=== ej32_mem_arb ===
Figure 1. Cells coloured by class (ej32_mem_arb).
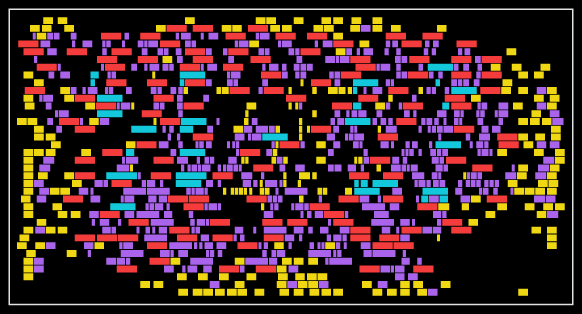
Figure 2. Routing congestion (ej32_mem_arb).
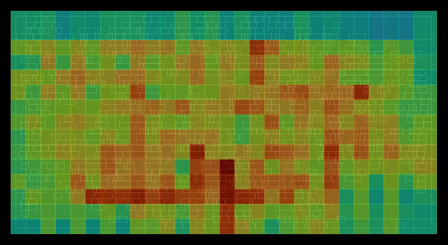
**src/rtl/ej32_mem_arb.sv**
```systemverilog
// Round-robin arbiter that serialises byte/half/word channel requests onto a
// byte-wide SRAM port, one byte per cycle, big-endian.
module ej32_mem_arb #(
  parameter int unsigned NCH = 2,
  parameter int unsigned AW  = 17,
  parameter int unsigned DW  = 32,
  localparam int unsigned GW = (NCH > 1) ? $clog2(NCH) : 1
) (
  input  logic              clk,
  input  logic              rst,
  input  logic [NCH-1:0]    req,
  input  logic [NCH-1:0]    we,
  input  logic [2*NCH-1:0]  sz,
  input  logic [AW*NCH-1:0] addr,
  input  logic [DW*NCH-1:0] wdata,
  output logic [NCH-1:0]    ack,
  output logic              err,
  output logic [DW-1:0]     rdata,
  output logic [AW-1:0]     mem_a,
  output logic              mem_we,
  output logic [7:0]        mem_wd,
  input  logic [7:0]        mem_rd,
  output logic              busy,
  output logic [GW-1:0]     gnt
);

  typedef enum logic [1:0] {S_IDLE, S_XFER, S_DONE} state_t;

  state_t         r_state;
  logic [GW-1:0]  r_ptr;
  logic [GW-1:0]  r_gnt;
  logic           r_we;
  logic [1:0]     r_cnt;
  logic [DW-1:0]  r_wdata;
  logic [23:0]    r_acc;
  logic [NCH-1:0] r_ack;
  logic           r_err;
  logic [DW-1:0]  r_rdata;
  logic [AW-1:0]  r_mem_a;
  logic           r_mem_we;
  logic [7:0]     r_mem_wd;
  logic           r_busy;

  logic           w_found;
  logic [GW-1:0]  w_pick;
  int unsigned    w_k;
  int unsigned    w_pi;
  logic [1:0]     w_sz;
  logic [1:0]     w_n;
  logic           w_bad;
  logic [31:0]    w_cwd;
  logic [31:0]    w_lwd;

  // First requesting channel at or after r_ptr, wrapping modulo NCH.
  always_comb begin
    w_found = 1'b0;
    w_pick  = '0;
    w_k     = 0;
    for (int unsigned i = 0; i < NCH; i++) begin
      w_k = (32'(r_ptr) + i) % NCH;
      if (!w_found && req[w_k]) begin
        w_found = 1'b1;
        w_pick  = GW'(w_k);
      end
    end
  end

  always_comb begin
    w_pi  = 32'(w_pick);
    w_sz  = sz[2*w_pi +: 2];
    w_cwd = 32'(wdata[DW*w_pi +: DW]);
    w_lwd = 32'(r_wdata);
    case (w_sz)
      2'd1:    w_n = 2'd1;
      2'd2:    w_n = 2'd3;
      default: w_n = 2'd0;
    endcase
    w_bad = (w_sz == 2'd3) || ((32'd8 << w_sz) > DW);
  end

  always_ff @(posedge clk) begin
    if (!rst) begin
      r_state  <= S_IDLE;
      r_ptr    <= '0;
      r_gnt    <= '0;
      r_we     <= 1'b0;
      r_cnt    <= '0;
      r_wdata  <= '0;
      r_acc    <= '0;
      r_ack    <= '0;
      r_err    <= 1'b0;
      r_rdata  <= '0;
      r_mem_a  <= '0;
      r_mem_we <= 1'b0;
      r_mem_wd <= '0;
      r_busy   <= 1'b0;
    end else begin
      r_ack <= '0;
      case (r_state)
        S_IDLE: begin
          if (w_found) begin
            r_gnt   <= w_pick;
            r_we    <= we[w_pi];
            r_cnt   <= w_n;
            r_wdata <= wdata[DW*w_pi +: DW];
            r_acc   <= '0;
            r_busy  <= 1'b1;
            if (w_bad) begin
              r_state <= S_DONE;
              r_err   <= 1'b1;
              r_rdata <= '0;
              r_ack   <= NCH'(1) << w_pick;
            end else begin
              r_state  <= S_XFER;
              r_mem_a  <= addr[AW*w_pi +: AW];
              r_mem_we <= we[w_pi];
              r_mem_wd <= w_cwd[8*32'(w_n) +: 8];
            end
          end
        end
        S_XFER: begin
          r_acc <= {r_acc[15:0], mem_rd};
          if (r_cnt == 2'd0) begin
            r_state  <= S_DONE;
            r_mem_we <= 1'b0;
            r_err    <= 1'b0;
            r_ack    <= NCH'(1) << r_gnt;
            if (!r_we) r_rdata <= DW'({r_acc, mem_rd});
          end else begin
            r_cnt    <= r_cnt - 2'd1;
            r_mem_a  <= r_mem_a + AW'(1);
            r_mem_wd <= w_lwd[8*32'(r_cnt - 2'd1) +: 8];
          end
        end
        S_DONE: begin
          r_state <= S_IDLE;
          r_busy  <= 1'b0;
          r_ptr   <= (r_gnt == GW'(NCH-1)) ? '0 : r_gnt + GW'(1);
        end
        default: r_state <= S_IDLE;
      endcase
    end
  end

  assign ack    = r_ack;
  assign err    = r_err;
  assign rdata  = r_rdata;
  assign mem_a  = r_mem_a;
  // Gated by rst so a reset landing mid-write suppresses that cycle's byte.
  assign mem_we = r_mem_we & rst;
  assign mem_wd = r_mem_wd;
  assign busy   = r_busy;
  assign gnt    = r_gnt;

endmodule

```
**config.mk**
```make
export PLATFORM = sky130hd
export DESIGN_NAME = ej32_mem_arb
export DESIGN_NICKNAME = d
export VERILOG_FILES = /design/src/rtl/ej32_mem_arb.sv
export SDC_FILE = /design/constraint.sdc
export NUM_CORES = 1
export LEC_CHECK = 0
export ABC_AREA = 0
export CORE_AREA = 2 2 195 101
export DETAILED_ROUTE_END_ITERATION = 8
export DIE_AREA = 0 0 197 103
export GPL_TIMING_DRIVEN = 0
export HOLD_SLACK_MARGIN = 0.03
export SYNTH_ARGS = -nofsm -noshare
export SYNTH_HDL_FRONTEND = slang
export SYNTH_SLANG_ARGS = --single-unit
```
**constraint.sdc**
```tcl
create_clock -name clk -period 8 [get_ports clk]
set_clock_uncertainty 0.2 [all_clocks]
set_input_delay 0.8 -clock clk [delete_from_list [all_inputs] [get_ports clk]]
set_output_delay 0.8 -clock clk [all_outputs]
set_load 0.05 [all_outputs]
```
==> results.txt <==
flow finished, numbers: Hold WS=0.266 ns, synth unique cells=53, crit path kind=in2out, Hold Path Cell Cnt=2, yosys cell count=approximately 680, Wirelength per Cell=20.5 um, core footprint=between 15,000 and 20,000 um^2, design area=8870 um^2, top cells by area=dfxtp_1 (40%), mux2i_1 (9.4%), mux4_2 (5.8%), a21oi_1 (4.4%), nor2_1 (3.7%), Worst-Margin Slew=0.911 ns, Internal Power=roughly 1.4 mW, routed wl met3=~2700 um, syn nets=798, Comb area share=0.382, Post-synth seq share=0.403, GR peak layer=met1, Max Used Layer=met4, die area=20,300 um^2, ys async rst share=0, via count=6,037, status=finished clean, Yosys reg bits=around 130, Vias per Instance=5.32, Top class by area=logic gates, worst skew pair latency=0.43 ns, Area growth syn-to-layout=43.1%, Clock Path Buffers=2, Max power group=the clock network, Hold Crit Class=reg2reg, post-DP HPWL=approximately 18,000 um, final setup fails=0, GR Overflow Total=0, Post-synth EDFFs=0
About Figure 1:
cyan -> clock drivers and dummy loads  # cells 32
purple -> combinational and other logic  # cells 496
yellow -> remaining buffers and delay cells  # cells 235
red -> sequential cells  # cells 125

About Figure 2:
final core utilization: 0.471
GRT Util Overall: 0.235
met3 global-route usage: 0.0795
met1 Usage GRT: 0.360


=== count_stream_monitor ===
--- config.mk ---
export PLATFORM = sky130hd
export DESIGN_NAME = count_stream_monitor
export DESIGN_NICKNAME = d
export VERILOG_FILES = /design/src/rtl/count_stream_monitor.sv
export SDC_FILE = /design/constraint.sdc
export NUM_CORES = 1
export LEC_CHECK = 0
export CORE_ASPECT_RATIO = 1.75
export CORE_MARGIN = 2
export CORE_UTILIZATION = 40
export DETAILED_ROUTE_END_ITERATION = 16
export GPL_ROUTABILITY_DRIVEN = 0
export PLACE_DENSITY = 0.63
export SLEW_MARGIN = 10
export SYNTH_ARGS = -nofsm -noshare
export SYNTH_HDL_FRONTEND = slang
export SYNTH_SLANG_ARGS = --single-unit
--- constraint.sdc ---
create_clock -name PIN_Y2 -period 2.51 [get_ports PIN_Y2]
set_input_delay 0.502 -clock PIN_Y2 [delete_from_list [all_inputs] [get_ports PIN_Y2]]
set_output_delay 0.502 -clock PIN_Y2 [all_outputs]
set_load 0.1 [all_outputs]
--- src/rtl/count_stream_monitor.sv ---
// Receiver for the 4-bit {W,X,Y,Z} board counter bus: synchronise, deglitch,
// track the accepted count and flag illegal steps and tick-period violations.
module count_stream_monitor #(
    parameter int TICK_CYCLES   = 50000000,
    parameter int TOL           = 1000,
    parameter int MAX_COUNT     = 7,
    parameter int STABLE_CYCLES = 4,
    parameter int PW            = 26
) (
    input  logic       PIN_Y2,
    input  logic       KEY_3,
    input  logic       W,
    input  logic       X,
    input  logic       Y,
    input  logic       Z,
    output logic [3:0] value,
    output logic       step_pulse,
    output logic       seq_err,
    output logic       period_err,
    output logic [7:0] err_count,
    output logic       locked
);

    typedef enum logic [1:0] {IDLE, ACQUIRE, TRACK} state_t;

    localparam int            SW       = $clog2(STABLE_CYCLES + 1);
    localparam logic [SW-1:0] STABLE_N = SW'(STABLE_CYCLES);
    localparam logic [PW-1:0] WIN_LO   = PW'(TICK_CYCLES - TOL);
    localparam logic [PW-1:0] WIN_HI   = PW'(TICK_CYCLES + TOL);
    localparam logic [PW-1:0] STALL_AT = PW'(TICK_CYCLES + TOL + 1);
    localparam logic [3:0]    MAX_V    = 4'(MAX_COUNT);

    logic [3:0]    sync1, sync2, cand;
    logic [SW-1:0] stab_cnt, stab_next;
    logic [PW-1:0] ivl;
    logic [3:0]    succ;
    logic          accept, is_succ, in_win, in_range;
    logic          seq_hit, per_hit;
    state_t        state, nstate;

    // NOTE: sequential state is always assigned with <= so every flop samples
    // pre-edge values; blocking here would turn the synchroniser into a wire.
    always_ff @(posedge PIN_Y2 or negedge KEY_3) begin
        if (!KEY_3) begin
            sync1    <= '0;
            sync2    <= '0;
            cand     <= '0;
            stab_cnt <= '0;
        end else begin
            sync1    <= {W, X, Y, Z};
            sync2    <= sync1;
            cand     <= sync2;
            stab_cnt <= stab_next;
        end
    end

    // A run length reaching STABLE_CYCLES with a new value is an accepted change.
    always_comb begin
        if (sync2 == cand)
            stab_next = (stab_cnt == STABLE_N) ? stab_cnt : stab_cnt + 1'b1;
        else
            stab_next = SW'(1);
        accept = (stab_next == STABLE_N) && (sync2 != value);
    end

    always_ff @(posedge PIN_Y2 or negedge KEY_3) begin
        if (!KEY_3)
            ivl <= '0;
        else if (accept)
            ivl <= PW'(1);
        else if (ivl != '1)
            ivl <= ivl + 1'b1;
    end

    assign succ     = (value == MAX_V) ? 4'd0 : value + 4'd1;
    assign is_succ  = (sync2 == succ);
    assign in_win   = (ivl >= WIN_LO) && (ivl <= WIN_HI);
    assign in_range = (sync2 <= MAX_V);

    // NOTE: every output of this block gets a default first, so no path
    // through the case can leave a value unassigned and infer a latch.
    always_comb begin
        nstate  = state;
        seq_hit = 1'b0;
        per_hit = 1'b0;
        if (accept) begin
            case (state)
                IDLE: begin
                    nstate  = ACQUIRE;
                    seq_hit = !in_range;
                end
                ACQUIRE: begin
                    if (!in_range)
                        seq_hit = 1'b1;
                    else if (is_succ && in_win)
                        nstate = TRACK;
                    else if (!is_succ && sync2 != 4'd0)
                        seq_hit = 1'b1;
                end
                TRACK: begin
                    nstate = ACQUIRE;
                    if (!in_range)
                        seq_hit = 1'b1;
                    else if (is_succ && in_win)
                        nstate = TRACK;
                    else if (is_succ)
                        per_hit = 1'b1;
                    else if (sync2 != 4'd0)
                        seq_hit = 1'b1;
                end
                default: nstate = IDLE;
            endcase
        end else if (state == TRACK && ivl == STALL_AT) begin
            // Stall: leaving TRACK guarantees a single pulse until the next change.
            per_hit = 1'b1;
            nstate  = ACQUIRE;
        end
    end

    always_ff @(posedge PIN_Y2 or negedge KEY_3) begin
        if (!KEY_3) begin
            state      <= IDLE;
            value      <= '0;
            step_pulse <= 1'b0;
            seq_err    <= 1'b0;
            period_err <= 1'b0;
            err_count  <= '0;
            locked     <= 1'b0;
        end else begin
            state      <= nstate;
            step_pulse <= accept;
            seq_err    <= seq_hit;
            period_err <= per_hit;
            locked     <= (nstate == TRACK);
            if (accept)
                value <= sync2;
            if ((seq_hit || per_hit) && err_count != 8'hFF)
                err_count <= err_count + 8'd1;
        end
    end

endmodule

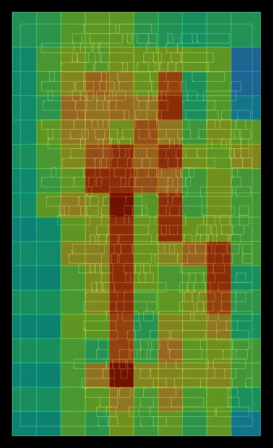
Figure 3: count_stream_monitor, routing congestion.
met1 Usage GRT: 0.188
met3 global-route usage: 0.0475
GRT Util Overall: 0.176
global-route track usage on met2: 0.317

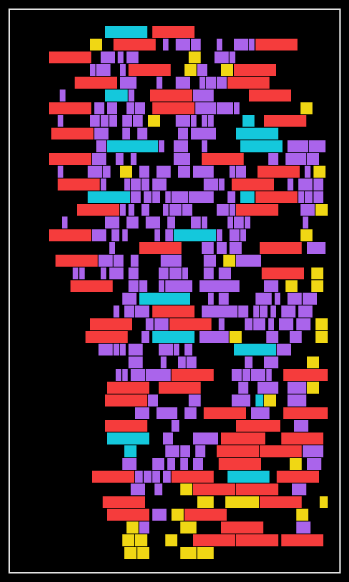
Figure 4: count_stream_monitor, cells coloured by class.
yellow -> remaining buffers and delay cells  # cells 36
purple -> combinational and other logic  # cells 230
cyan -> clock drivers and dummy loads  # cells 16
red -> sequential cells  # cells 59

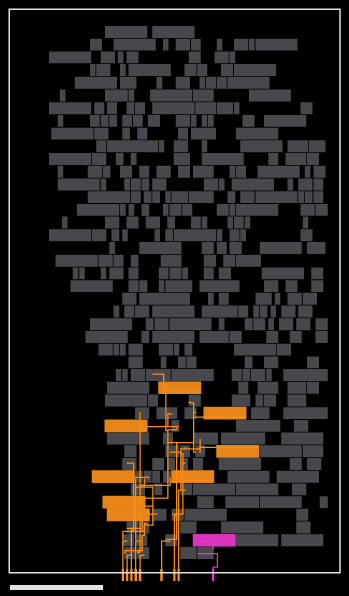
Figure 5: count_stream_monitor, port wiring.
The bar under the picture is 20 um long.
magenta -> W  # bits 1, direction input, end cells 1, wire 13.1 um
orange -> err_count  # bits 8, direction output, end cells 8, wire 351 um

==> results.txt <==
flow finished, numbers: Signal buf overhead=0.0764, Top class by area=logic gates, Yosys chip area=3090 um^2, Seq. pwr=between 1 and 1.5 mW, status=finished clean, Synth top cells by count=dfrtp_1 (59), nor2_1 (32), xor2_1 (27), nand2_1 (20), nand3_1 (15), Critical Path Source=stab_cnt[0], ANT nets after route=0, Synth area leader=dfrtp_1, Simple Share, Synth=0.242, design area=between 3000 and 4000 um^2, Worst-Margin Slew=0.571 ns, post-DP HPWL=a little under 5000 um, DRC Markers=0, number of logic gates=221, I/O pin count=22


==> layout pictures side by side <==
Power grid.
panel A
The bar under the picture is 20 um long. Pins as bars on the die edge.
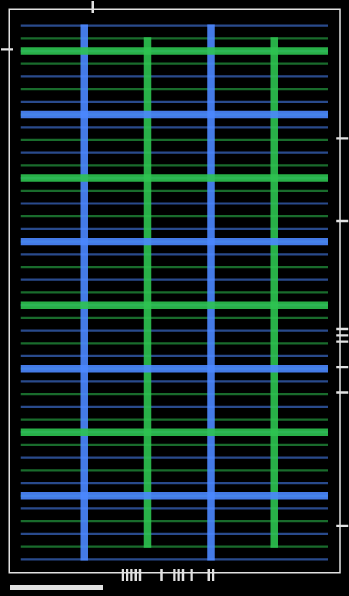
panel B
The bar under the picture is 50 um long. Pins as bars on the die edge.
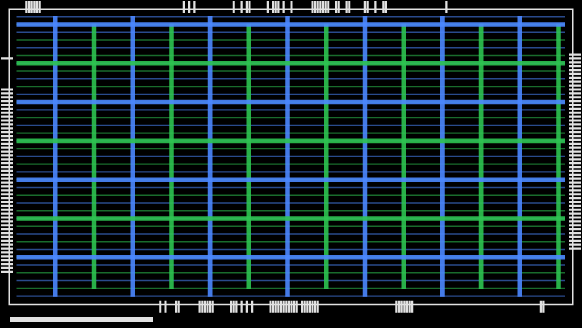
| picture | from |
|---|---|
| panel B | ej32_mem_arb |
| panel A | count_stream_monitor |
- largest die: panel B
- most pins: panel B

Key to panel A:
green -> VDD
blue -> VSS
met4 straps = 4
rows = 42
signal pins = 22
met5 straps = 8

No activity file was given, so power comes from the tool's default toggle rates.
